==================== inport_ctrl
inport_ctrl/congestion_map.png
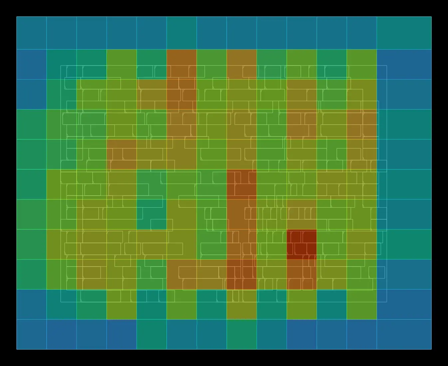

[src/rtl/inport_ctrl.sv]
// Input port controller: synchronizes and debounces an external strobe, captures the
// device word into a holding register and hands it to the control unit with a read handshake.
module inport_ctrl #(
   parameter int unsigned          DATA_WIDTH      = 32,
   parameter int unsigned          SYNC_STAGES     = 2,
   parameter int unsigned          DEBOUNCE_CYCLES = 4,
   parameter logic [DATA_WIDTH-1:0] INIT           = '0
) (
   input  logic                  clock,
   input  logic                  clear,
   input  logic                  ext_strobe,
   input  logic [DATA_WIDTH-1:0] External_Input,
   input  logic                  rd_req,
   input  logic                  ovr_clr,
   output logic [DATA_WIDTH-1:0] BusMuxIn,
   output logic                  data_ready,
   output logic                  rd_ack,
   output logic                  stall,
   output logic                  overrun
);

   typedef enum logic [1:0] {
      IDLE     = 2'd0,
      DEBOUNCE = 2'd1,
      FULL     = 2'd2
   } state_t;

   localparam logic [7:0] CNT_LOAD = 8'(DEBOUNCE_CYCLES - 1);

   state_t                 state;
   state_t                 state_next;
   logic [SYNC_STAGES-1:0] sync_q;
   logic                   s;
   logic                   s_prev;
   logic                   rise;
   logic [7:0]             cnt;

   logic                   cnt_load;
   logic                   cnt_dec;
   logic                   capture;
   logic                   ack_set;
   logic                   ovr_set;

   // Strobe synchronizer; s_prev lets a level held across capture/read never re-trigger.
   always_ff @(posedge clock or posedge clear) begin
      if (clear) begin
         sync_q <= '0;
         s_prev <= 1'b0;
      end else begin
         // NOTE: non-blocking assignments so every flop samples pre-edge values, forming a true shift chain.
         sync_q <= {sync_q[SYNC_STAGES-2:0], ext_strobe};
         s_prev <= s;
      end
   end

   assign s    = sync_q[SYNC_STAGES-1];
   assign rise = s && !s_prev;

   always_ff @(posedge clock or posedge clear) begin
      if (clear) begin
         state <= IDLE;
      end else begin
         state <= state_next;
      end
   end

   always_comb begin
      // NOTE: default first so every path assigns state_next and no latch is inferred.
      state_next = state;
      case (state)
         IDLE: begin
            if (rise) state_next = DEBOUNCE;
         end
         DEBOUNCE: begin
            if (!s)             state_next = IDLE;
            else if (cnt == '0) state_next = FULL;
         end
         FULL: begin
            if (rd_req) state_next = rise ? DEBOUNCE : IDLE;
         end
         default: state_next = IDLE;
      endcase
   end

   always_comb begin
      cnt_load = 1'b0;
      cnt_dec  = 1'b0;
      capture  = 1'b0;
      ack_set  = 1'b0;
      ovr_set  = 1'b0;
      case (state)
         IDLE: begin
            cnt_load = rise;
         end
         DEBOUNCE: begin
            if (s) begin
               if (cnt == '0) capture = 1'b1;
               else           cnt_dec = 1'b1;
            end
         end
         FULL: begin
            ack_set = rd_req;
            // A new strobe while full is either the next word (read this edge) or an overrun.
            if (rise) begin
               if (rd_req) cnt_load = 1'b1;
               else        ovr_set  = 1'b1;
            end
         end
         default: ;
      endcase
   end

   always_ff @(posedge clock or posedge clear) begin
      if (clear) begin
         cnt      <= '0;
         rd_ack   <= 1'b0;
         overrun  <= 1'b0;
         // NOTE: the holding register is a plain register, not a memory, so it resets to INIT like any flop.
         BusMuxIn <= INIT;
      end else begin
         if (cnt_load)     cnt <= CNT_LOAD;
         else if (cnt_dec) cnt <= cnt - 8'd1;

         rd_ack <= ack_set;

         if (ovr_set)      overrun <= 1'b1;
         else if (ovr_clr) overrun <= 1'b0;

         if (capture) BusMuxIn <= External_Input;
      end
   end

   assign data_ready = (state == FULL);
   assign stall      = rd_req && !data_ready && !rd_ack;

endmodule

[config.mk]
export PLATFORM = sky130hd
export DESIGN_NAME = inport_ctrl
export DESIGN_NICKNAME = d
export VERILOG_FILES = /design/src/rtl/inport_ctrl.sv
export SDC_FILE = /design/constraint.sdc
export NUM_CORES = 1
export LEC_CHECK = 0
export ABC_AREA = 0
export CORE_ASPECT_RATIO = 0.75
export CORE_MARGIN = 10
export CORE_UTILIZATION = 47
export DETAILED_ROUTE_END_ITERATION = 10
export PLACE_DENSITY = 0.86
export SYNTH_ARGS = -nofsm -noshare
export SYNTH_HDL_FRONTEND = slang
export SYNTH_SLANG_ARGS = --single-unit
[constraint.sdc]
create_clock -name clock -period 2.98 [get_ports clock]
set_clock_uncertainty 0.05 [all_clocks]
set_input_delay 0.596 -clock clock [delete_from_list [all_inputs] [get_ports clock]]
set_output_delay 0.596 -clock clock [all_outputs]
set_load 0.05 [all_outputs]
==================== shape_scene_scheduler
## config.mk

```make
export PLATFORM = sky130hd
export DESIGN_NAME = shape_scene_scheduler
export DESIGN_NICKNAME = d
export VERILOG_FILES = /design/src/rtl/shape_scene_scheduler.sv
export SDC_FILE = /design/constraint.sdc
export NUM_CORES = 1
export LEC_CHECK = 0
export CAP_MARGIN = 20
export CELL_PAD_IN_SITES_DETAIL_PLACEMENT = 1
export CELL_PAD_IN_SITES_GLOBAL_PLACEMENT = 1
export CORE_ASPECT_RATIO = 0.6
export CORE_MARGIN = 2
export CORE_UTILIZATION = 47
export CTS_CLUSTER_DIAMETER = 120
export DETAILED_ROUTE_END_ITERATION = 16
export HOLD_SLACK_MARGIN = 0.12
export PLACE_DENSITY_LB_ADDON = 0.1
export SYNTH_ARGS = -nofsm -noshare
export SYNTH_HDL_FRONTEND = slang
export SYNTH_SLANG_ARGS = --single-unit
export TNS_END_PERCENT = 10
```

## constraint.sdc

```tcl
create_clock -name clk -period 8.13 [get_ports clk]
set_clock_uncertainty 0.15 [all_clocks]
set_input_delay 1.626 -clock clk [delete_from_list [all_inputs] [get_ports clk]]
set_output_delay 1.626 -clock clk [all_outputs]
set_load 0.03 [all_outputs]
```

## src/rtl/shape_scene_scheduler.sv

```systemverilog
// shape_scene_scheduler: frame-synchronous scene controller for the pixel path.
// Picks one of four shape generators (stripes, moving rectangle, ellipse,
// parabola), animates the rectangle once per frame and takes mode/pause
// commands from the push buttons.
// Optional feature macro: SHAPE_SCENE_AUTO_CYCLE_EN (auto mode advance every
// auto_frames unpaused frames, flagged on led[4]).
`timescale 1ns/1ps

module shape_scene_scheduler #(
    parameter int unsigned screen_width  = 640,
    parameter int unsigned screen_height = 480,
    parameter int unsigned w_x           = $clog2(screen_width),
    parameter int unsigned w_y           = $clog2(screen_height),
    parameter int unsigned w_red         = 4,
    parameter int unsigned w_green       = 4,
    parameter int unsigned w_blue        = 4,
    parameter int unsigned w_key         = 4,
    parameter int unsigned w_led         = 8,
    parameter int unsigned rect_w        = 64,
    parameter int unsigned rect_h        = 48,
    parameter int unsigned step          = 4,
    parameter int unsigned auto_frames   = 120
) (
    input  logic               clk,
    input  logic               rst,
    input  logic [w_key-1:0]   key,
    input  logic [w_x-1:0]     x,
    input  logic [w_y-1:0]     y,
    output logic [w_red-1:0]   red,
    output logic [w_green-1:0] green,
    output logic [w_blue-1:0]  blue,
    output logic [w_led-1:0]   led
);

    typedef enum logic [1:0] {
        MODE_STRIPES  = 2'd0,
        MODE_RECT     = 2'd1,
        MODE_ELLIPSE  = 2'd2,
        MODE_PARABOLA = 2'd3
    } mode_e;

    localparam int unsigned w_pos = w_x + 1;
    localparam int unsigned w_sq  = 2 * w_x + 2;

    localparam logic [w_pos-1:0] pos_max      = w_pos'(screen_width - rect_w);
    localparam logic [w_pos-1:0] pos_step     = w_pos'(step);
    localparam logic [w_pos-1:0] rect_w_v     = w_pos'(rect_w);
    localparam logic [w_pos-1:0] x_limit      = w_pos'(screen_width);
    localparam logic [w_y:0]     y_limit      = (w_y + 1)'(screen_height);
    localparam logic [w_y-1:0]   y_third      = w_y'(screen_height / 3);
    localparam logic [w_y-1:0]   y_two_thirds = w_y'((2 * screen_height) / 3);
    localparam logic [w_y-1:0]   y_rect_top   = w_y'(screen_height / 2);
    localparam logic [w_y-1:0]   y_rect_bot   = w_y'(screen_height / 2 + rect_h);
    localparam logic [w_sq-1:0]  ell_r2       = w_sq'((screen_width * screen_width) / 4);

    // Key synchronizer, edge detect and frame-start tracking
    logic [1:0]       key_meta_q, key_sync_q, key_prev_q;
    logic             origin_prev_q;
    // Scene state
    mode_e            mode_q;
    logic [w_pos-1:0] pos_q, pos_d;
    logic             pending_q, pending_d;
    logic             paused_q, paused_d;
    // Registered pixel outputs
    logic [w_red-1:0]   red_q, red_d;
    logic [w_green-1:0] green_q, green_d;
    logic [w_blue-1:0]  blue_q, blue_d;

    logic [1:0]       key_rise_c;
    logic             origin_c;
    logic             frame_start_c;
    logic             advance_c;
    logic             auto_hit_c;
    logic             auto_en_c;
    logic [w_pos-1:0] pos_next_c;
    logic [w_sq-1:0]  xx_c, yy2_c;
    logic [w_pos-1:0] x_ext_c;

    logic unused_key_bits;
    assign unused_key_bits = ^key[w_key-1:2];

`ifdef SHAPE_SCENE_AUTO_CYCLE_EN
    localparam int unsigned cnt_w = (auto_frames > 1) ? $clog2(auto_frames) : 1;
    localparam logic [cnt_w-1:0] cnt_last = cnt_w'(auto_frames - 1);

    logic [cnt_w-1:0] frame_cnt_q;

    assign auto_en_c  = 1'b1;
    assign auto_hit_c = frame_start_c && !paused_q && (frame_cnt_q == cnt_last);

    // Unpaused frame counter; a manual next-mode press restarts the count
    always_ff @(posedge clk) begin
        if (rst) begin
            frame_cnt_q <= '0;
        end else if (key_rise_c[0]) begin
            frame_cnt_q <= '0;
        end else if (frame_start_c && !paused_q) begin
            frame_cnt_q <= auto_hit_c ? '0 : frame_cnt_q + cnt_w'(1);
        end
    end
`else
    logic unused_auto_frames;
    assign unused_auto_frames = ^auto_frames;
    assign auto_en_c  = 1'b0;
    assign auto_hit_c = 1'b0;
`endif

    // Key edges and a single frame-start pulse per (0,0) arrival
    always_comb begin
        key_rise_c    = key_sync_q & ~key_prev_q;
        origin_c      = (x == '0) && (y == '0);
        frame_start_c = origin_c && !origin_prev_q;
        advance_c     = frame_start_c && pending_q;
    end

    // Next pending/pause/rectangle position
    always_comb begin
        pos_next_c = pos_q + pos_step;
        pos_d      = pos_q;
        if (frame_start_c && !paused_q) begin
            pos_d = (pos_next_c > pos_max) ? '0 : pos_next_c;
        end
        pending_d = advance_c ? key_rise_c[0] : (pending_q | key_rise_c[0]);
        pending_d = pending_d | auto_hit_c;
        paused_d  = paused_q ^ key_rise_c[1];
    end

    // Shape generators selected by the registered mode; blanking outside the active area
    always_comb begin
        red_d   = '0;
        green_d = '0;
        blue_d  = '0;
        x_ext_c = {1'b0, x};
        xx_c    = w_sq'(x) * w_sq'(x);
        yy2_c   = (w_sq'(y) * w_sq'(y)) << 1;
        if ((x_ext_c < x_limit) && ({1'b0, y} < y_limit)) begin
            unique case (mode_q)
                MODE_STRIPES: begin
                    if (y < y_third) begin
                        red_d   = '1;
                        green_d = '1;
                        blue_d  = '1;
                    end else if (y < y_two_thirds) begin
                        blue_d = '1;
                    end else begin
                        red_d = '1;
                    end
                end
                MODE_RECT: begin
                    if ((x_ext_c >= pos_q) && (x_ext_c < pos_q + rect_w_v) &&
                        (y >= y_rect_top) && (y < y_rect_bot)) begin
                        green_d = '1;
                    end
                end
                MODE_ELLIPSE: begin
                    if ((xx_c + yy2_c) < ell_r2) begin
                        red_d = '1;
                    end
                end
                MODE_PARABOLA: begin
                    if (xx_c[w_x +: w_y] < y) begin
                        blue_d = '1;
                    end
                end
                default: ;
            endcase
        end
    end

    // State register: synchronizer, mode FSM, scene state and pixel outputs
    always_ff @(posedge clk) begin
        if (rst) begin
            key_meta_q    <= '0;
            key_sync_q    <= '0;
            key_prev_q    <= '0;
            origin_prev_q <= 1'b0;
            mode_q        <= MODE_STRIPES;
            pos_q         <= '0;
            pending_q     <= 1'b0;
            paused_q      <= 1'b0;
            red_q         <= '0;
            green_q       <= '0;
            blue_q        <= '0;
        end else begin
            key_meta_q    <= key[1:0];
            key_sync_q    <= key_meta_q;
            key_prev_q    <= key_sync_q;
            origin_prev_q <= origin_c;
            if (advance_c) begin
                unique case (mode_q)
                    MODE_STRIPES:  mode_q <= MODE_RECT;
                    MODE_RECT:     mode_q <= MODE_ELLIPSE;
                    MODE_ELLIPSE:  mode_q <= MODE_PARABOLA;
                    MODE_PARABOLA: mode_q <= MODE_STRIPES;
                    default:       mode_q <= MODE_STRIPES;
                endcase
            end
            pos_q     <= pos_d;
            pending_q <= pending_d;
            paused_q  <= paused_d;
            red_q     <= red_d;
            green_q   <= green_d;
            blue_q    <= blue_d;
        end
    end

    assign red   = red_q;
    assign green = green_q;
    assign blue  = blue_q;
    assign led   = w_led'({auto_en_c, paused_q, pending_q, mode_q});

endmodule
```

==================== i2c_byte_sequencer
===== src/rtl/i2c_byte_sequencer.sv =====
// Byte-level I2C master sequencer: orders START, address byte, N data bytes and STOP
// around an external bit engine and an external down-counting byte counter.
module i2c_byte_sequencer #(
  parameter bit ADDR_ACK_CHECK = 1'b1
) (
  input  logic clk,
  input  logic rst,
  input  logic start,
  input  logic rw_mode,
  input  logic abort,
  output logic load_buffer,
  output logic decrement,
  input  logic zero,
  output logic gen_start,
  output logic gen_stop,
  input  logic cond_done,
  output logic byte_start,
  output logic addr_phase,
  output logic send_ack,
  input  logic byte_done,
  input  logic ack_rcvd,
  output logic busy,
  output logic done,
  output logic nack_err
);

  typedef enum logic [3:0] {
    IDLE, LOAD, START, ADDR, ADDR_WAIT, DEC, CHECK, XFER, XFER_WAIT, STOP
  } state_t;

  state_t state_q, state_d;
  logic   rw_q, nack_q, last_q, ack_q, abort_q, cond_sent_q;
  logic   set_err, abort_any;

  // An abort seen earlier is remembered so it takes effect at the next safe point.
  assign abort_any = abort | abort_q;

  always_comb begin
    state_d = state_q;
    set_err = 1'b0;
    case (state_q)
      IDLE:      if (start) state_d = LOAD;
      LOAD:      state_d = abort ? IDLE : START;
      START:     if (cond_sent_q && cond_done) state_d = abort_any ? STOP : ADDR;
      ADDR:      state_d = ADDR_WAIT;
      ADDR_WAIT: if (byte_done) begin
        if (ack_rcvd && ADDR_ACK_CHECK) begin
          set_err = 1'b1;
          state_d = STOP;
        end else begin
          state_d = abort_any ? STOP : DEC;
        end
      end
      DEC:       state_d = abort_any ? STOP : CHECK;
      CHECK:     state_d = abort_any ? STOP : XFER;
      XFER:      state_d = XFER_WAIT;
      XFER_WAIT: if (byte_done) begin
        // Byte result is evaluated before a coincident abort is honoured.
        if (!rw_q && ack_rcvd) begin
          set_err = 1'b1;
          state_d = STOP;
        end else begin
          state_d = (last_q || abort_any) ? STOP : DEC;
        end
      end
      STOP:      if (cond_sent_q && cond_done) state_d = IDLE;
      default:   state_d = IDLE;
    endcase
  end

  always_ff @(posedge clk) begin
    if (rst) begin
      state_q     <= IDLE;
      rw_q        <= 1'b0;
      nack_q      <= 1'b0;
      last_q      <= 1'b0;
      ack_q       <= 1'b1;
      abort_q     <= 1'b0;
      cond_sent_q <= 1'b0;
    end else begin
      state_q     <= state_d;
      // Marks that the START/STOP request for the current state was already issued.
      cond_sent_q <= (state_d == state_q) && (state_q == START || state_q == STOP);
      if (state_q == IDLE && start) begin
        rw_q   <= rw_mode;
        nack_q <= 1'b0;
      end else if (set_err) begin
        nack_q <= 1'b1;
      end
      if (state_q == IDLE)
        abort_q <= 1'b0;
      else if (abort && state_q inside {START, ADDR, ADDR_WAIT, DEC, CHECK, XFER, XFER_WAIT})
        abort_q <= 1'b1;
      if (state_q == LOAD)       last_q <= 1'b0;
      else if (state_q == CHECK) last_q <= zero;
      if (state_q == XFER)       ack_q <= !last_q;
      else if (state_q == IDLE)  ack_q <= 1'b1;
    end
  end

  // Outputs are forced quiet while reset is held, even before the state register clears.
  always_comb begin
    load_buffer = !rst && state_q == LOAD;
    decrement   = !rst && state_q == DEC;
    gen_start   = !rst && state_q == START && !cond_sent_q;
    gen_stop    = !rst && state_q == STOP && !cond_sent_q;
    byte_start  = !rst && (state_q == ADDR || state_q == XFER);
    addr_phase  = !rst && (state_q == ADDR || state_q == ADDR_WAIT);
    busy        = !rst && state_q != IDLE;
    done        = !rst && ((state_q == STOP && cond_sent_q && cond_done) ||
                           (state_q == LOAD && abort));
    nack_err    = !rst && nack_q;
    send_ack    = rst ? 1'b1 : (state_q == XFER) ? !last_q : ack_q;
  end

endmodule


===== config.mk =====
export PLATFORM = sky130hd
export DESIGN_NAME = i2c_byte_sequencer
export DESIGN_NICKNAME = d
export VERILOG_FILES = /design/src/rtl/i2c_byte_sequencer.sv
export SDC_FILE = /design/constraint.sdc
export NUM_CORES = 1
export LEC_CHECK = 0
export CORE_MARGIN = 2
export CORE_UTILIZATION = 50
export DETAILED_ROUTE_END_ITERATION = 6
export PLACE_DENSITY = 0.82
export SLEW_MARGIN = 20
export SYNTH_ARGS = -nofsm -noshare
export SYNTH_HDL_FRONTEND = slang
export SYNTH_SLANG_ARGS = --single-unit

===== constraint.sdc =====
create_clock -name clk -period 2.1 [get_ports clk]
set_input_delay 0.21 -clock clk [delete_from_list [all_inputs] [get_ports clk]]
set_output_delay 0.21 -clock clk [all_outputs]
set_load 0.02 [all_outputs]

shape_scene_scheduler/m3.png
The bar under the picture is 50 microns long. Cells faint in the background.
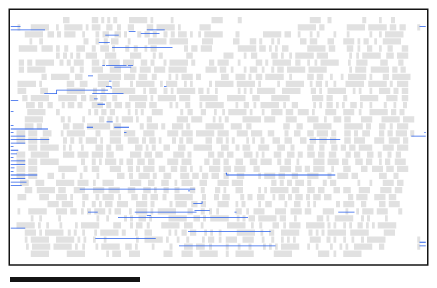
share of all routed wire = 2.8%
wire length on this layer = 524 microns
GR Layer Usage met3: 2.082%
Routed WL: 18960 microns
Vias: 5817

==> flow_metrics.env, shape_scene_scheduler <==
# flow metrics
export IMPL_ys_sh_simple_pct=16.50
export IMPL_num_nonclk_buffers=109
export IMPL_grt_pass1_wl_microns=32190
export IMPL_grtUsageMet2_pct=43.96
export IMPL_cts_resized=11
export IMPL_syn_inst=818
export IMPL_final_common_cell="inv_1"
export IMPL_antennaDiodeCount=0
export IMPL_setup_viol_count_final=0
export IMPL_r2r_end="pos_q[5]"
export IMPL_top_logic_kind="adder cells"
export IMPL_switching_share_pct=49.18
export IMPL_netlist_area_leader_share_pct=24.42
export IMPL_final_core_util_pct=55.19
export IMPL_rr_worst_depth=8
export IMPL_power_frac_clock_pct=3.8
export IMPL_ios=45
export IMPL_aoi_share_pct=11.07
export IMPL_dpl_worst_slack_ps=-480.8
export IMPL_clockBufferDepth=2
export IMPL_grt_use_total_pct=25.20
export IMPL_cts_reportedPaths_clkPinSlew_ps=60
export IMPL_cts_htree_levels=1
export IMPL_crit_cells=26
export IMPL_power_top_group="combinational logic"
export IMPL_status="finished clean"
export IMPL_row_count=34
export IMPL_powerClk_mw=0.110
export IMPL_rrSetupSlack_ps=5160
export IMPL_min_delay_start="key_meta_q[0]"
export IMPL_hold_violations=0
export IMPL_edf_count=0
export IMPL_cts_root_buf="clkbuf_16"
export IMPL_synth_cell_type_count=62
export IMPL_wl_met3_microns=523
export IMPL_cts_tree="built"
export IMPL_ys_chip_area_sq_mm=0.006885
export IMPL_crit_reg2reg_launch="pos_q[2]"
export IMPL_drive_above_1_share_pct=12.37
export IMPL_hpwl_microns=16170
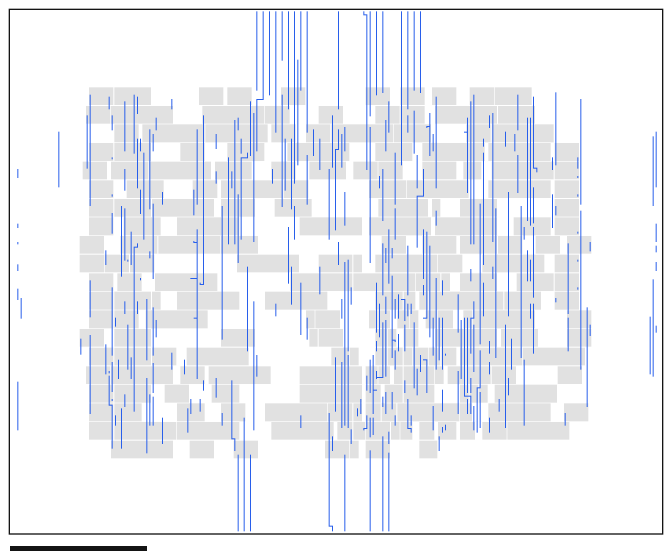
inport_ctrl/m2.png
The bar under the picture is 20 microns long. Cells faint in the background.
nets with wire on the layer = 223
share of all routed wire = 44%
wire length on this layer = 2010 microns
main direction = vertical
longest straight run = 25.1 microns
Vias: 1295
M2 GR Usage: 18.10%
Routed WL: 4523 microns

About inport_ctrl/congestion_map.png:
busiest layer in global routing: met2
GRT met1 Usage: 15.76%

==> flow_metrics.env, inport_ctrl <==
# flow metrics
export IMPL_setup_slack_ps=569.0
export IMPL_hold_class="reg2reg"
export IMPL_fp_dieArea_sq_mm=0.007297
export IMPL_grt_use_met3_pct=6.791
export IMPL_crit_reg2reg_launch="cnt[0]"
export IMPL_clk_latency_ps=290
export IMPL_largestClassByArea="flip-flops and latches"
export IMPL_slew_headroom_pct=55.13
export IMPL_grt_pass1_vias=1405
export IMPL_finalSetupTns_ps=0
export IMPL_synth_most_common_cell="dfrtp_1"
export IMPL_drive_above_1_share_pct=21.76
export IMPL_syn_inst=137
export IMPL_cp_cell_sequence="nor2b_1, clkdlybuf4s50_1"
export IMPL_slowest_delay_ps=860
export IMPL_power_frac_clock_pct=13.5
export IMPL_power_leakage_nw=1.361
export IMPL_io_buffers=72
export IMPL_final_comb_area_sq_um=762.0
export IMPL_gp_congestion=0.7967
export IMPL_first_pass_iters=4
export IMPL_ff_type="dfrtp_1"
export IMPL_nClkBuffers=6
export IMPL_final_cells=271
export IMPL_ys_warn_count=0
export IMPL_cp_num_buf_inv=1
export IMPL_rr_worst_depth=6
export IMPL_hold_path_depth=0
export IMPL_status="finished clean"
export IMPL_ys_sh_simple_pct=8.750
export IMPL_place_area_sq_mm=0.002790
export IMPL_m1WireLength_microns=1971
export IMPL_nNonClkInverters=8
export IMPL_fmax_ghz=0.4148
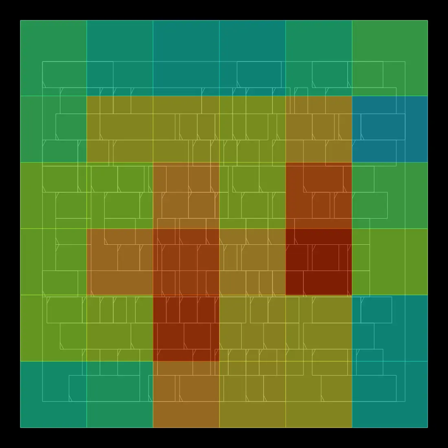
i2c_byte_sequencer/congestion_map.png
busiest layer in global routing: met2
GRT met1 Usage: 30.81%

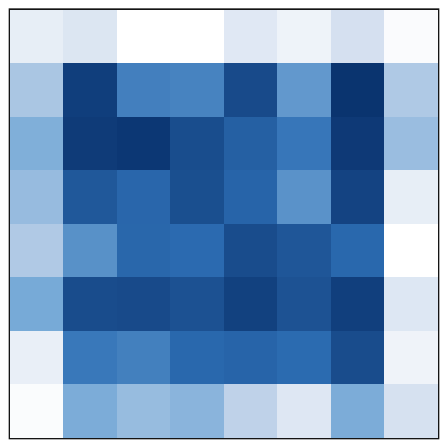
i2c_byte_sequencer/util_map.png
8 x 8 tiles, from white (low) to dark blue (high), 0 to 100% covered.
nearly empty tiles = 4.7%
densest ninth of the die = centre
tiles over 75% full = 44%
Initial Util: 55.16%
Util after Layout: 76.74%
Core Region: 0.001334 sq mm

==> flow_metrics.env, i2c_byte_sequencer <==
# flow metrics
export IMPL_stdcell_area_sq_mm=0.001023
export IMPL_status="finished clean"
export IMPL_yosys_top_cells_count="nor2_1, dfxtp_1, a21oi_1, nand2_1"
export IMPL_whs_endpoint="ack_q"
export IMPL_netlist_area_leader_share_pct=27.21
export IMPL_cts_reportedPaths_clkPinSlew_ps=70
export IMPL_pg_comb_mw=0.168
export IMPL_regMostFlops="state_q"
export IMPL_ant_nets=0
export IMPL_hold_class="reg2reg"
export IMPL_rr_worst_depth=5
export IMPL_ir_drop_v=0.0003563
export IMPL_grt_max_degree=14
export IMPL_wl_met3_microns=158
export IMPL_overflow=0
export IMPL_die_width_microns=42.36
export IMPL_ys_chip_area_sq_um=735.7

==================== cnn_out_relu_pool
**config.mk**
```make
export PLATFORM = sky130hd
export DESIGN_NAME = cnn_out_relu_pool
export DESIGN_NICKNAME = d
export VERILOG_FILES = /design/src/rtl/cnn_pkg.sv /design/src/rtl/cnn_sync_fifo.sv /design/src/rtl/cnn_out_relu_pool.sv
export SDC_FILE = /design/constraint.sdc
export NUM_CORES = 1
export LEC_CHECK = 0
export ABC_AREA = 1
export CORE_MARGIN = 3
export CORE_UTILIZATION = 57
export DETAILED_ROUTE_END_ITERATION = 6
export GPL_ROUTABILITY_DRIVEN = 1
export PLACE_DENSITY = 0.77
export RECOVER_POWER = 50
export SYNTH_ARGS = -nofsm -noshare
export SYNTH_HDL_FRONTEND = slang
export SYNTH_HIERARCHICAL = 1
export SYNTH_SLANG_ARGS = --single-unit
```
**constraint.sdc**
```tcl
create_clock -name Clk -period 2.94 [get_ports Clk]
set_clock_uncertainty 0.05 [all_clocks]
set_input_delay 0.441 -clock Clk [delete_from_list [all_inputs] [get_ports Clk]]
set_output_delay 0.441 -clock Clk [all_outputs]
set_load 0.1 [all_outputs]
```
**src/rtl/cnn_pkg.sv**
```systemverilog
// Shared constants and helpers for the CNN accelerator output path.
package cnn_pkg;

  localparam int unsigned CNN_DATA_W = 16;
  localparam int unsigned CNN_POOL_N = 4;

  typedef logic [CNN_DATA_W-1:0] cnn_data_t;

  // ReLU on a CNN_OUT sample; unsigned data passes straight through.
  function automatic cnn_data_t relu(input cnn_data_t d, input bit is_signed);
    return (is_signed && d[CNN_DATA_W-1]) ? '0 : d;
  endfunction

endpackage

```
**src/rtl/cnn_sync_fifo.sv**
```systemverilog
// Single-clock FIFO with count, zero head when empty, and push-on-full-with-pop.
module cnn_sync_fifo #(
  parameter int unsigned WIDTH = 16,
  parameter int unsigned DEPTH = 8
) (
  input  logic                       clk,
  input  logic                       rst,
  input  logic                       clear,
  input  logic                       push,
  input  logic                       pop,
  input  logic [WIDTH-1:0]           din,
  output logic [WIDTH-1:0]           head,
  output logic                       full,
  output logic                       empty,
  output logic [$clog2(DEPTH):0]     count
);

  localparam int unsigned AW = $clog2(DEPTH);

  logic [WIDTH-1:0] mem [DEPTH];
  logic [AW-1:0]    wr_ptr;
  logic [AW-1:0]    rd_ptr;
  logic [AW:0]      count_q;
  logic             do_push;
  logic             do_pop;

  assign empty   = (count_q == '0);
  assign full    = (count_q == (AW+1)'(DEPTH));
  assign count   = count_q;
  assign do_pop  = pop && !empty;
  // A full FIFO still accepts a push when the same cycle frees a slot.
  assign do_push = push && (!full || do_pop);
  assign head    = empty ? '0 : mem[rd_ptr];

  // Pointer and occupancy tracking; clear acts like reset.
  always_ff @(posedge clk or posedge rst) begin
    if (rst) begin
      wr_ptr  <= '0;
      rd_ptr  <= '0;
      count_q <= '0;
    end else if (clear) begin
      wr_ptr  <= '0;
      rd_ptr  <= '0;
      count_q <= '0;
    end else begin
      if (do_push) wr_ptr <= wr_ptr + 1'b1;
      if (do_pop)  rd_ptr <= rd_ptr + 1'b1;
      if (do_push && !do_pop)      count_q <= count_q + 1'b1;
      else if (do_pop && !do_push) count_q <= count_q - 1'b1;
    end
  end

  // Storage array; contents are don't-care until written, head is masked when empty.
  always_ff @(posedge clk) begin
    if (do_push && !clear) mem[wr_ptr] <= din;
  end

endmodule

```
**src/rtl/cnn_out_relu_pool.sv**
```systemverilog
// ReLU + max-pool stage on the CNN_OUT stream, buffered through a small FIFO.
module cnn_out_relu_pool
  import cnn_pkg::*;
#(
  parameter int unsigned DATA_W     = CNN_DATA_W,
  parameter int unsigned POOL_N     = CNN_POOL_N,
  parameter int unsigned FIFO_DEPTH = 8,
  parameter int unsigned SIGNED_IN  = 1
) (
  input  logic                          Clk,
  input  logic                          Rst,
  input  logic                          Clear,
  input  logic                          In_Valid,
  input  logic [DATA_W-1:0]             In_Data,
  output logic                          Out_Valid,
  input  logic                          Out_Ready,
  output logic [DATA_W-1:0]             Out_Data,
  output logic [$clog2(FIFO_DEPTH):0]   Fifo_Count,
  output logic [$clog2(POOL_N)-1:0]     Pool_Idx,
  output logic                          Overflow
);

  localparam int unsigned IW = $clog2(POOL_N);
  localparam logic [IW-1:0] LAST_IDX = IW'(POOL_N - 1);

  logic [IW-1:0]     pool_idx_q;
  logic [DATA_W-1:0] max_q;
  logic              overflow_q;
  logic [DATA_W-1:0] r;
  logic [DATA_W-1:0] new_max;
  logic              push_req;
  logic              fifo_full;
  logic              fifo_empty;

  // ReLU: the package helper covers the standard width, other widths clamp inline.
  if (DATA_W == CNN_DATA_W) begin : g_relu_pkg
    always_comb r = relu(In_Data, SIGNED_IN != 0);
  end else begin : g_relu_local
    always_comb r = ((SIGNED_IN != 0) && In_Data[DATA_W-1]) ? '0 : In_Data;
  end

  // Running max including the current sample; the first sample of a window seeds it.
  always_comb begin
    new_max = max_q;
    if (pool_idx_q == '0) new_max = r;
    else if (r > max_q)   new_max = r;
  end

  assign push_req = In_Valid && (pool_idx_q == LAST_IDX);

  // Window counter, running max and sticky overflow; Clear wins over everything.
  always_ff @(posedge Clk or posedge Rst) begin
    if (Rst) begin
      pool_idx_q <= '0;
      max_q      <= '0;
      overflow_q <= 1'b0;
    end else if (Clear) begin
      pool_idx_q <= '0;
      max_q      <= '0;
      overflow_q <= 1'b0;
    end else if (In_Valid) begin
      max_q      <= new_max;
      pool_idx_q <= (pool_idx_q == LAST_IDX) ? '0 : pool_idx_q + 1'b1;
      if (push_req && fifo_full && !(Out_Ready && !fifo_empty))
        overflow_q <= 1'b1;
    end
  end

  cnn_sync_fifo #(
    .WIDTH (DATA_W),
    .DEPTH (FIFO_DEPTH)
  ) u_fifo (
    .clk   (Clk),
    .rst   (Rst),
    .clear (Clear),
    .push  (push_req),
    .pop   (Out_Ready),
    .din   (new_max),
    .head  (Out_Data),
    .full  (fifo_full),
    .empty (fifo_empty),
    .count (Fifo_Count)
  );

  assign Out_Valid = !fifo_empty;
  assign Pool_Idx  = pool_idx_q;
  assign Overflow  = overflow_q;

endmodule

```
==================== ccr_branch_ctrl
===== src/rtl/ccr_pkg.sv =====
// ccr_pkg: shared flag indices, branch opcodes and FSM states for the CCR block family
package ccr_pkg;

    localparam int FLAG_Z = 0;
    localparam int FLAG_N = 1;
    localparam int FLAG_C = 2;
    localparam int FLAG_V = 3;

    typedef logic [2:0] br_op_t;

    localparam br_op_t BR_NONE = 3'd0;
    localparam br_op_t BR_JZ   = 3'd1;
    localparam br_op_t BR_JN   = 3'd2;
    localparam br_op_t BR_JC   = 3'd3;
    localparam br_op_t BR_JV   = 3'd4;
    localparam br_op_t BR_JMP  = 3'd5;

    localparam logic [0:0] ST_IDLE  = 1'b0;
    localparam logic [0:0] ST_FLUSH = 1'b1;

    function automatic logic [3:0] flag_onehot(input int idx);
        return 4'(1) << idx;
    endfunction

endpackage


===== src/rtl/ccr_branch_ctrl_cond.sv =====
// ccr_branch_ctrl_cond: forwards in-flight ALU flags over the CCR and evaluates the branch condition
module ccr_branch_ctrl_cond
    import ccr_pkg::*;
(
    input  logic       [3:0] ccr_i,
    input  logic             flag_en_i,
    input  logic       [3:0] flag_mask_i,
    input  logic       [3:0] flags_i,
    input  br_op_t           op_i,
    output logic       [3:0] eff_o,
    output logic             take_o,
    output logic             cond_o,
    output logic       [3:0] mask_o
);

    logic [3:0] fwd;

    assign fwd   = {4{flag_en_i}} & flag_mask_i;
    assign eff_o = (flags_i & fwd) | (ccr_i & ~fwd);

    // One-hot of the tested flag; zero for JMP, NONE and undefined codes
    always_comb begin
        mask_o = (op_i == BR_JZ) ? flag_onehot(FLAG_Z) :
                 (op_i == BR_JN) ? flag_onehot(FLAG_N) :
                 (op_i == BR_JC) ? flag_onehot(FLAG_C) :
                 (op_i == BR_JV) ? flag_onehot(FLAG_V) : 4'b0000;
        cond_o = |mask_o;
        take_o = (op_i == BR_JMP) || |(mask_o & eff_o);
    end

endmodule


===== src/rtl/ccr_branch_ctrl.sv =====
// ccr_branch_ctrl: resolves jumps against the CCR, clears tested flags, owns the interrupt CCR shadow
module ccr_branch_ctrl
    import ccr_pkg::*;
#(
    parameter int ADDR_W       = 8,
    parameter int FLUSH_CYCLES = 2
) (
    input  logic              clk_i,
    input  logic              rst_ni,
    input  logic [3:0]        ccr_in_i,
    input  logic              alu_flag_en_i,
    input  logic [3:0]        alu_flag_mask_i,
    input  logic [3:0]        alu_flags_i,
    input  logic              br_valid_i,
    input  logic [2:0]        br_op_i,
    input  logic [ADDR_W-1:0] br_target_i,
    input  logic              int_req_i,
    input  logic              rti_i,
    output logic              pc_load_o,
    output logic [ADDR_W-1:0] pc_target_o,
    output logic              flush_o,
    output logic              clr_en_o,
    output logic [3:0]        clr_mask_o,
    output logic              int_save_o,
    output logic              restore_en_o,
    output logic [3:0]        restore_val_o,
    output logic              busy_o
);

    localparam int CW = (FLUSH_CYCLES > 2) ? $clog2(FLUSH_CYCLES) : 1;
    localparam logic [CW-1:0] CNT_INIT = CW'(FLUSH_CYCLES - 1);

    logic [0:0]        state_q, state_d;
    logic [CW-1:0]     cnt_q, cnt_d;
    logic              pend_q, pend_d;
    logic [3:0]        shadow_q, shadow_d;
    logic              pc_load_q, pc_load_d;
    logic [ADDR_W-1:0] pc_target_q, pc_target_d;
    logic              flush_q, flush_d;
    logic              clr_en_q, clr_en_d;
    logic [3:0]        clr_mask_q, clr_mask_d;
    logic              int_save_q, int_save_d;
    logic              restore_en_q, restore_en_d;
    logic [3:0]        restore_val_q, restore_val_d;

    logic       take, cond;
    logic [3:0] eff, cmask;

    ccr_branch_ctrl_cond u_cond (
        .ccr_i       (ccr_in_i),
        .flag_en_i   (alu_flag_en_i),
        .flag_mask_i (alu_flag_mask_i),
        .flags_i     (alu_flags_i),
        .op_i        (br_op_i),
        .eff_o       (eff),
        .take_o      (take),
        .cond_o      (cond),
        .mask_o      (cmask)
    );

    // Next state: branch beats interrupt, restore beats interrupt, pending serviced in IDLE
    always_comb begin
        state_d       = state_q;
        cnt_d         = cnt_q;
        pend_d        = pend_q;
        shadow_d      = shadow_q;
        pc_load_d     = 1'b0;
        pc_target_d   = pc_target_q;
        flush_d       = flush_q;
        clr_en_d      = 1'b0;
        clr_mask_d    = 4'b0000;
        int_save_d    = 1'b0;
        restore_en_d  = rti_i;
        restore_val_d = rti_i ? shadow_q : restore_val_q;
        if (state_q == ST_IDLE) begin
            if (br_valid_i && take) begin
                pc_load_d   = 1'b1;
                pc_target_d = br_target_i;
                clr_en_d    = cond;
                clr_mask_d  = cmask;
                flush_d     = 1'b1;
                state_d     = ST_FLUSH;
                cnt_d       = CNT_INIT;
                pend_d      = pend_q | int_req_i;
            end else if ((int_req_i || pend_q) && !rti_i) begin
                shadow_d    = eff;
                int_save_d  = 1'b1;
                pend_d      = 1'b0;
                flush_d     = 1'b1;
                state_d     = ST_FLUSH;
                cnt_d       = CNT_INIT;
            end else begin
                pend_d      = pend_q | int_req_i;
            end
        end else begin
            pend_d = pend_q | int_req_i;
            if (cnt_q == '0) begin
                state_d = ST_IDLE;
                flush_d = 1'b0;
            end else begin
                cnt_d = cnt_q - 1'b1;
            end
        end
    end

    // State and registered outputs
    always_ff @(posedge clk_i or negedge rst_ni) begin
        if (!rst_ni) begin
            state_q       <= ST_IDLE;
            cnt_q         <= '0;
            pend_q        <= 1'b0;
            shadow_q      <= 4'b0000;
            pc_load_q     <= 1'b0;
            pc_target_q   <= '0;
            flush_q       <= 1'b0;
            clr_en_q      <= 1'b0;
            clr_mask_q    <= 4'b0000;
            int_save_q    <= 1'b0;
            restore_en_q  <= 1'b0;
            restore_val_q <= 4'b0000;
        end else begin
            state_q       <= state_d;
            cnt_q         <= cnt_d;
            pend_q        <= pend_d;
            shadow_q      <= shadow_d;
            pc_load_q     <= pc_load_d;
            pc_target_q   <= pc_target_d;
            flush_q       <= flush_d;
            clr_en_q      <= clr_en_d;
            clr_mask_q    <= clr_mask_d;
            int_save_q    <= int_save_d;
            restore_en_q  <= restore_en_d;
            restore_val_q <= restore_val_d;
        end
    end

    assign pc_load_o     = pc_load_q;
    assign pc_target_o   = pc_target_q;
    assign flush_o       = flush_q;
    assign clr_en_o      = clr_en_q;
    assign clr_mask_o    = clr_mask_q;
    assign int_save_o    = int_save_q;
    assign restore_en_o  = restore_en_q;
    assign restore_val_o = restore_val_q;
    assign busy_o        = (state_q != ST_IDLE);

endmodule


===== config.mk =====
export PLATFORM = sky130hd
export DESIGN_NAME = ccr_branch_ctrl
export DESIGN_NICKNAME = d
export VERILOG_FILES = /design/src/rtl/ccr_pkg.sv /design/src/rtl/ccr_branch_ctrl_cond.sv /design/src/rtl/ccr_branch_ctrl.sv
export SDC_FILE = /design/constraint.sdc
export NUM_CORES = 1
export LEC_CHECK = 0
export ABC_AREA = 1
export CAP_MARGIN = 20
export CORE_MARGIN = 5
export CORE_UTILIZATION = 41
export CTS_CLUSTER_DIAMETER = 50
export DETAILED_ROUTE_END_ITERATION = 10
export GPL_TIMING_DRIVEN = 0
export PLACE_DENSITY = 0.78
export SKIP_LAST_GASP = 1
export SLEW_MARGIN = 25
export SYNTH_ARGS = -nofsm -noshare
export SYNTH_HDL_FRONTEND = slang
export SYNTH_SLANG_ARGS = --single-unit

===== constraint.sdc =====
create_clock -name clk_i -period 1.3 [get_ports clk_i]
set_input_delay 0.195 -clock clk_i [delete_from_list [all_inputs] [get_ports clk_i]]
set_output_delay 0.195 -clock clk_i [all_outputs]
set_load 0.01 [all_outputs]


==> layout pictures side by side <==
Metal 3.
The bar under the picture is 20 microns long. Cells faint in the background.
image #1
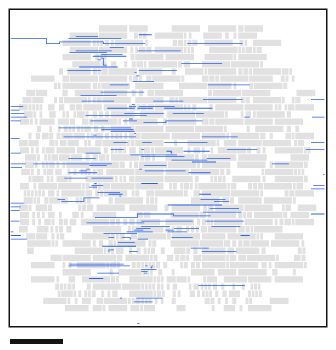
image #2
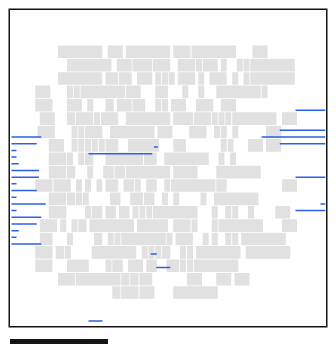
Of these, largest die: image #1
image #2: ccr_branch_ctrl
image #1: cnn_out_relu_pool

cnn_out_relu_pool/m1.png
The bar under the picture is 20 microns long.
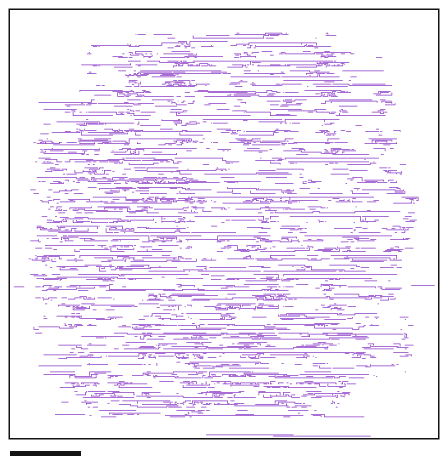
share of all routed wire = 42%
nets with wire on the layer = 764
main direction = horizontal
longest straight run = 74.1 microns
GRT met1 Usage: 34.43%
Routed WL: 17160 microns
Vias: 5425

==> flow_metrics.env, cnn_out_relu_pool <==
# flow metrics
export IMPL_status="finished clean"
export IMPL_crit_start="In_Data[15]"
export IMPL_power_density_mw_per_mm2=967.0
export IMPL_rsz0062_at_grt="no"
export IMPL_cts_resized=0
export IMPL_warnings=28
export IMPL_rrSetupSlack_ps=330
export IMPL_clkCellAreaFrac_pct=7.114
export IMPL_grt_use_met3_pct=5.372
export IMPL_place_inst=927
export IMPL_synth_most_common_cell="nor2_1"
export IMPL_ys_sh_simple_pct=19.78
export IMPL_cpMostUsedCell="nand2_1"
export IMPL_report_final_slew_viol_count=0
export IMPL_critPathCaptureType="flop"
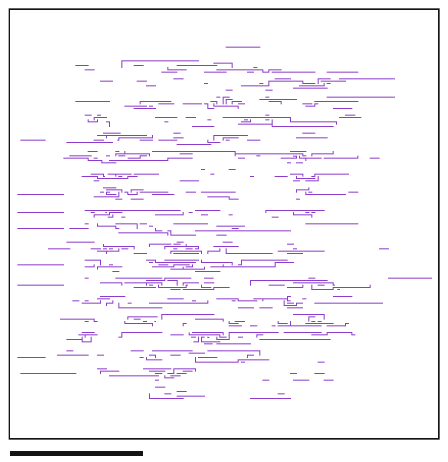
ccr_branch_ctrl/m1.png
The bar under the picture is 20 microns long.
nets with wire on the layer = 204
share of all routed wire = 39%
wire length on this layer = 1170 microns
longest straight run = 14.3 microns
Routed WL: 2983 microns
GRT met1 Usage: 16.20%
Vias: 1117

==> flow_metrics.env, ccr_branch_ctrl <==
# flow metrics
export IMPL_status="finished clean"
export IMPL_ys_chip_area_sq_mm=0.001206
export IMPL_grt_pass1_wl_microns=4892
export IMPL_core_sq_mm=0.002781
export IMPL_required_ps=1550
export IMPL_whs_endpoint="clr_mask_o[0]"
export IMPL_drc=0
export IMPL_detail_route_wl_per_cell_microns=12.86
export IMPL_seq_area_sq_um=700.7
export IMPL_fmax_ghz=0.7974
export IMPL_grt_max_degree=29
export IMPL_comb_share_pct=25.83
export IMPL_edf_count=0
export IMPL_setup_slack_ps=45.99
export IMPL_drive_above_1_share_pct=16.42
export IMPL_first_pass_iters=4
export IMPL_xor_area_share_pct=0
export IMPL_top_layer_used="met4"
export IMPL_cts_root_buf="clkbuf_4"
export IMPL_yosysSeqAreaShare_pct=58.09
export IMPL_cts_sinks=28
export IMPL_r2r_end="clr_en_o"
export IMPL_place_inst=218
export IMPL_antennaDiodeCount=0
export IMPL_tapCellCount=31
export IMPL_place_area_sq_mm=0.001730
export IMPL_cts_tree="built"
export IMPL_comb_power_share_pct=38.0
export IMPL_crit_type="in2reg"
export IMPL_yosysTopAreaCell="dfrtp_1"
export IMPL_netlist_area_leader_share_pct=58.09
export IMPL_m1WireLength_microns=1168
export IMPL_dpl_worst_slack_ps=-480.0
export IMPL_final_core_util_pct=66.53
export IMPL_ant_nets=0
export IMPL_power_top_group="registers"
export IMPL_busiest_layer="met2"
export IMPL_slew_headroom_pct=58.68


==> layout pictures side by side <==
Met2 routing.
panel A
The bar under the picture is 50 microns long. Cells faint in the background.
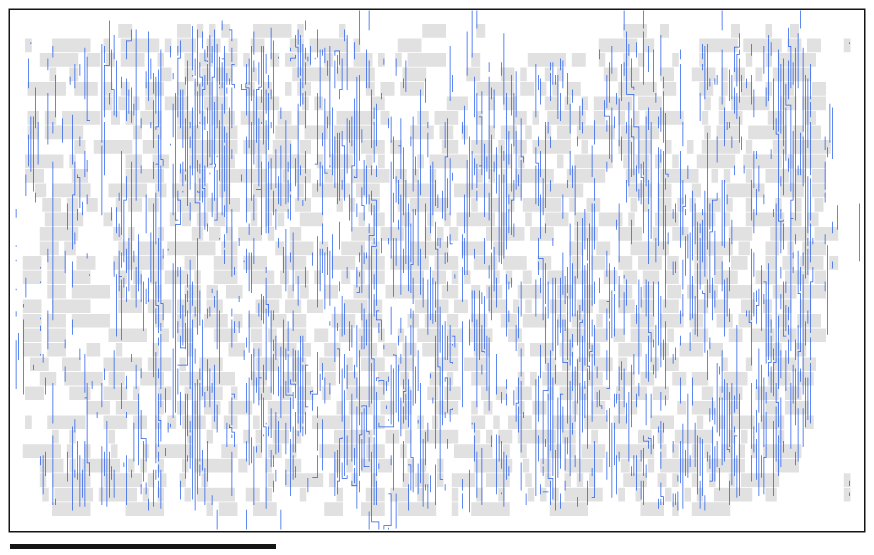
panel B
The bar under the picture is 20 microns long. Cells faint in the background.
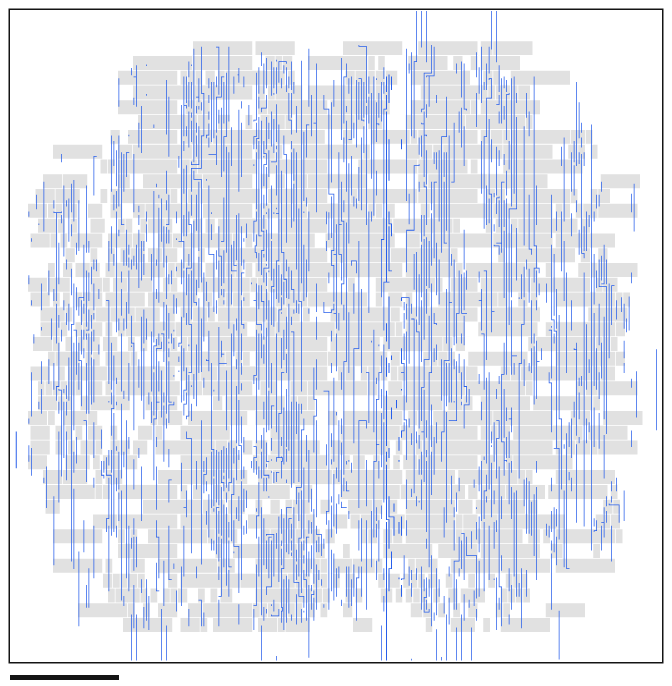
panel C
The bar under the picture is 20 microns long. Cells faint in the background.
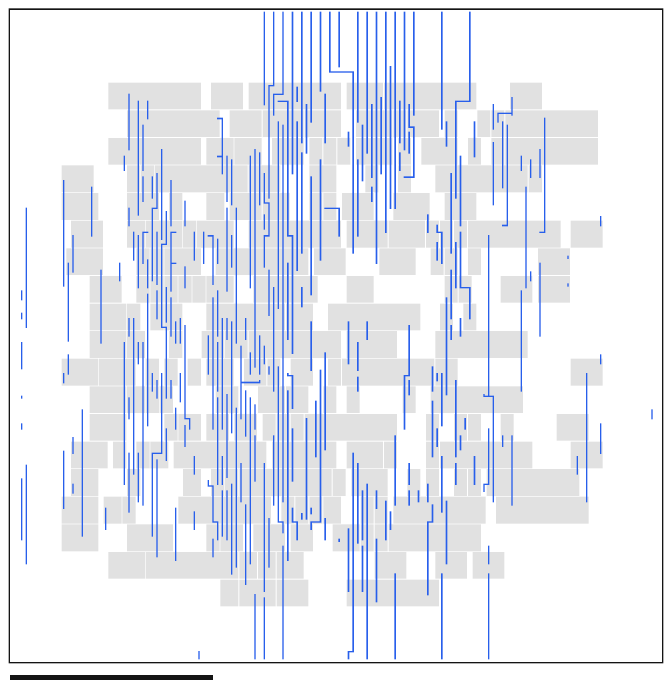
panel D
The bar under the picture is 10 microns long. Cells faint in the background.
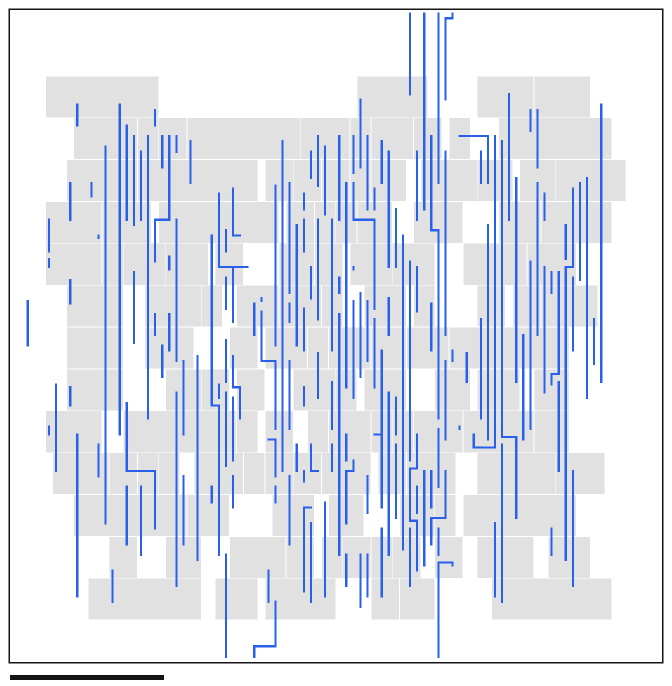
Panel D is i2c_byte_sequencer.
Panel B is cnn_out_relu_pool.
Panel C is ccr_branch_ctrl.
Panel A is shape_scene_scheduler.
- smallest die: panel D

Key to panel D:
longest straight run = 24.5 microns
share of all routed wire = 49%
main direction = vertical
wire length on this layer = 964 microns
nets with wire on the layer = 116


==> screenshots <==
Routing congestion.
(a)
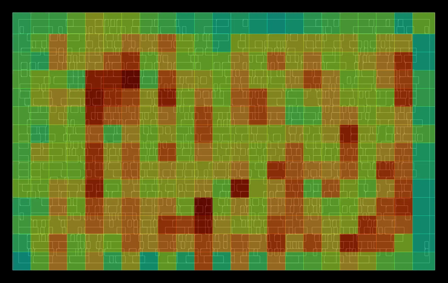
(b)
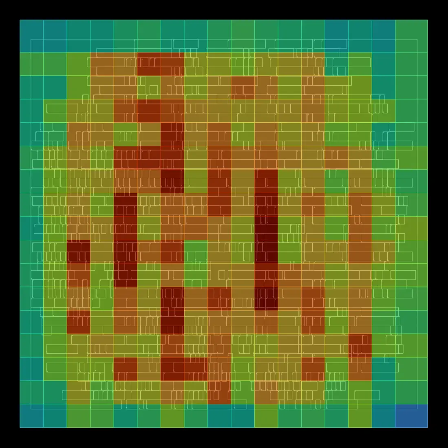
(c)
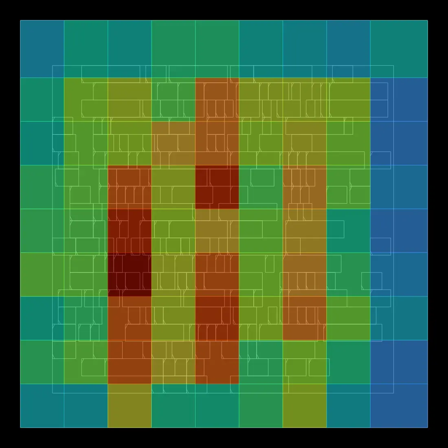
The one with the lowest track usage is (c).
The one with the lowest utilization is (a).
- ccr_branch_ctrl = (c)
- cnn_out_relu_pool = (b)
- shape_scene_scheduler = (a)

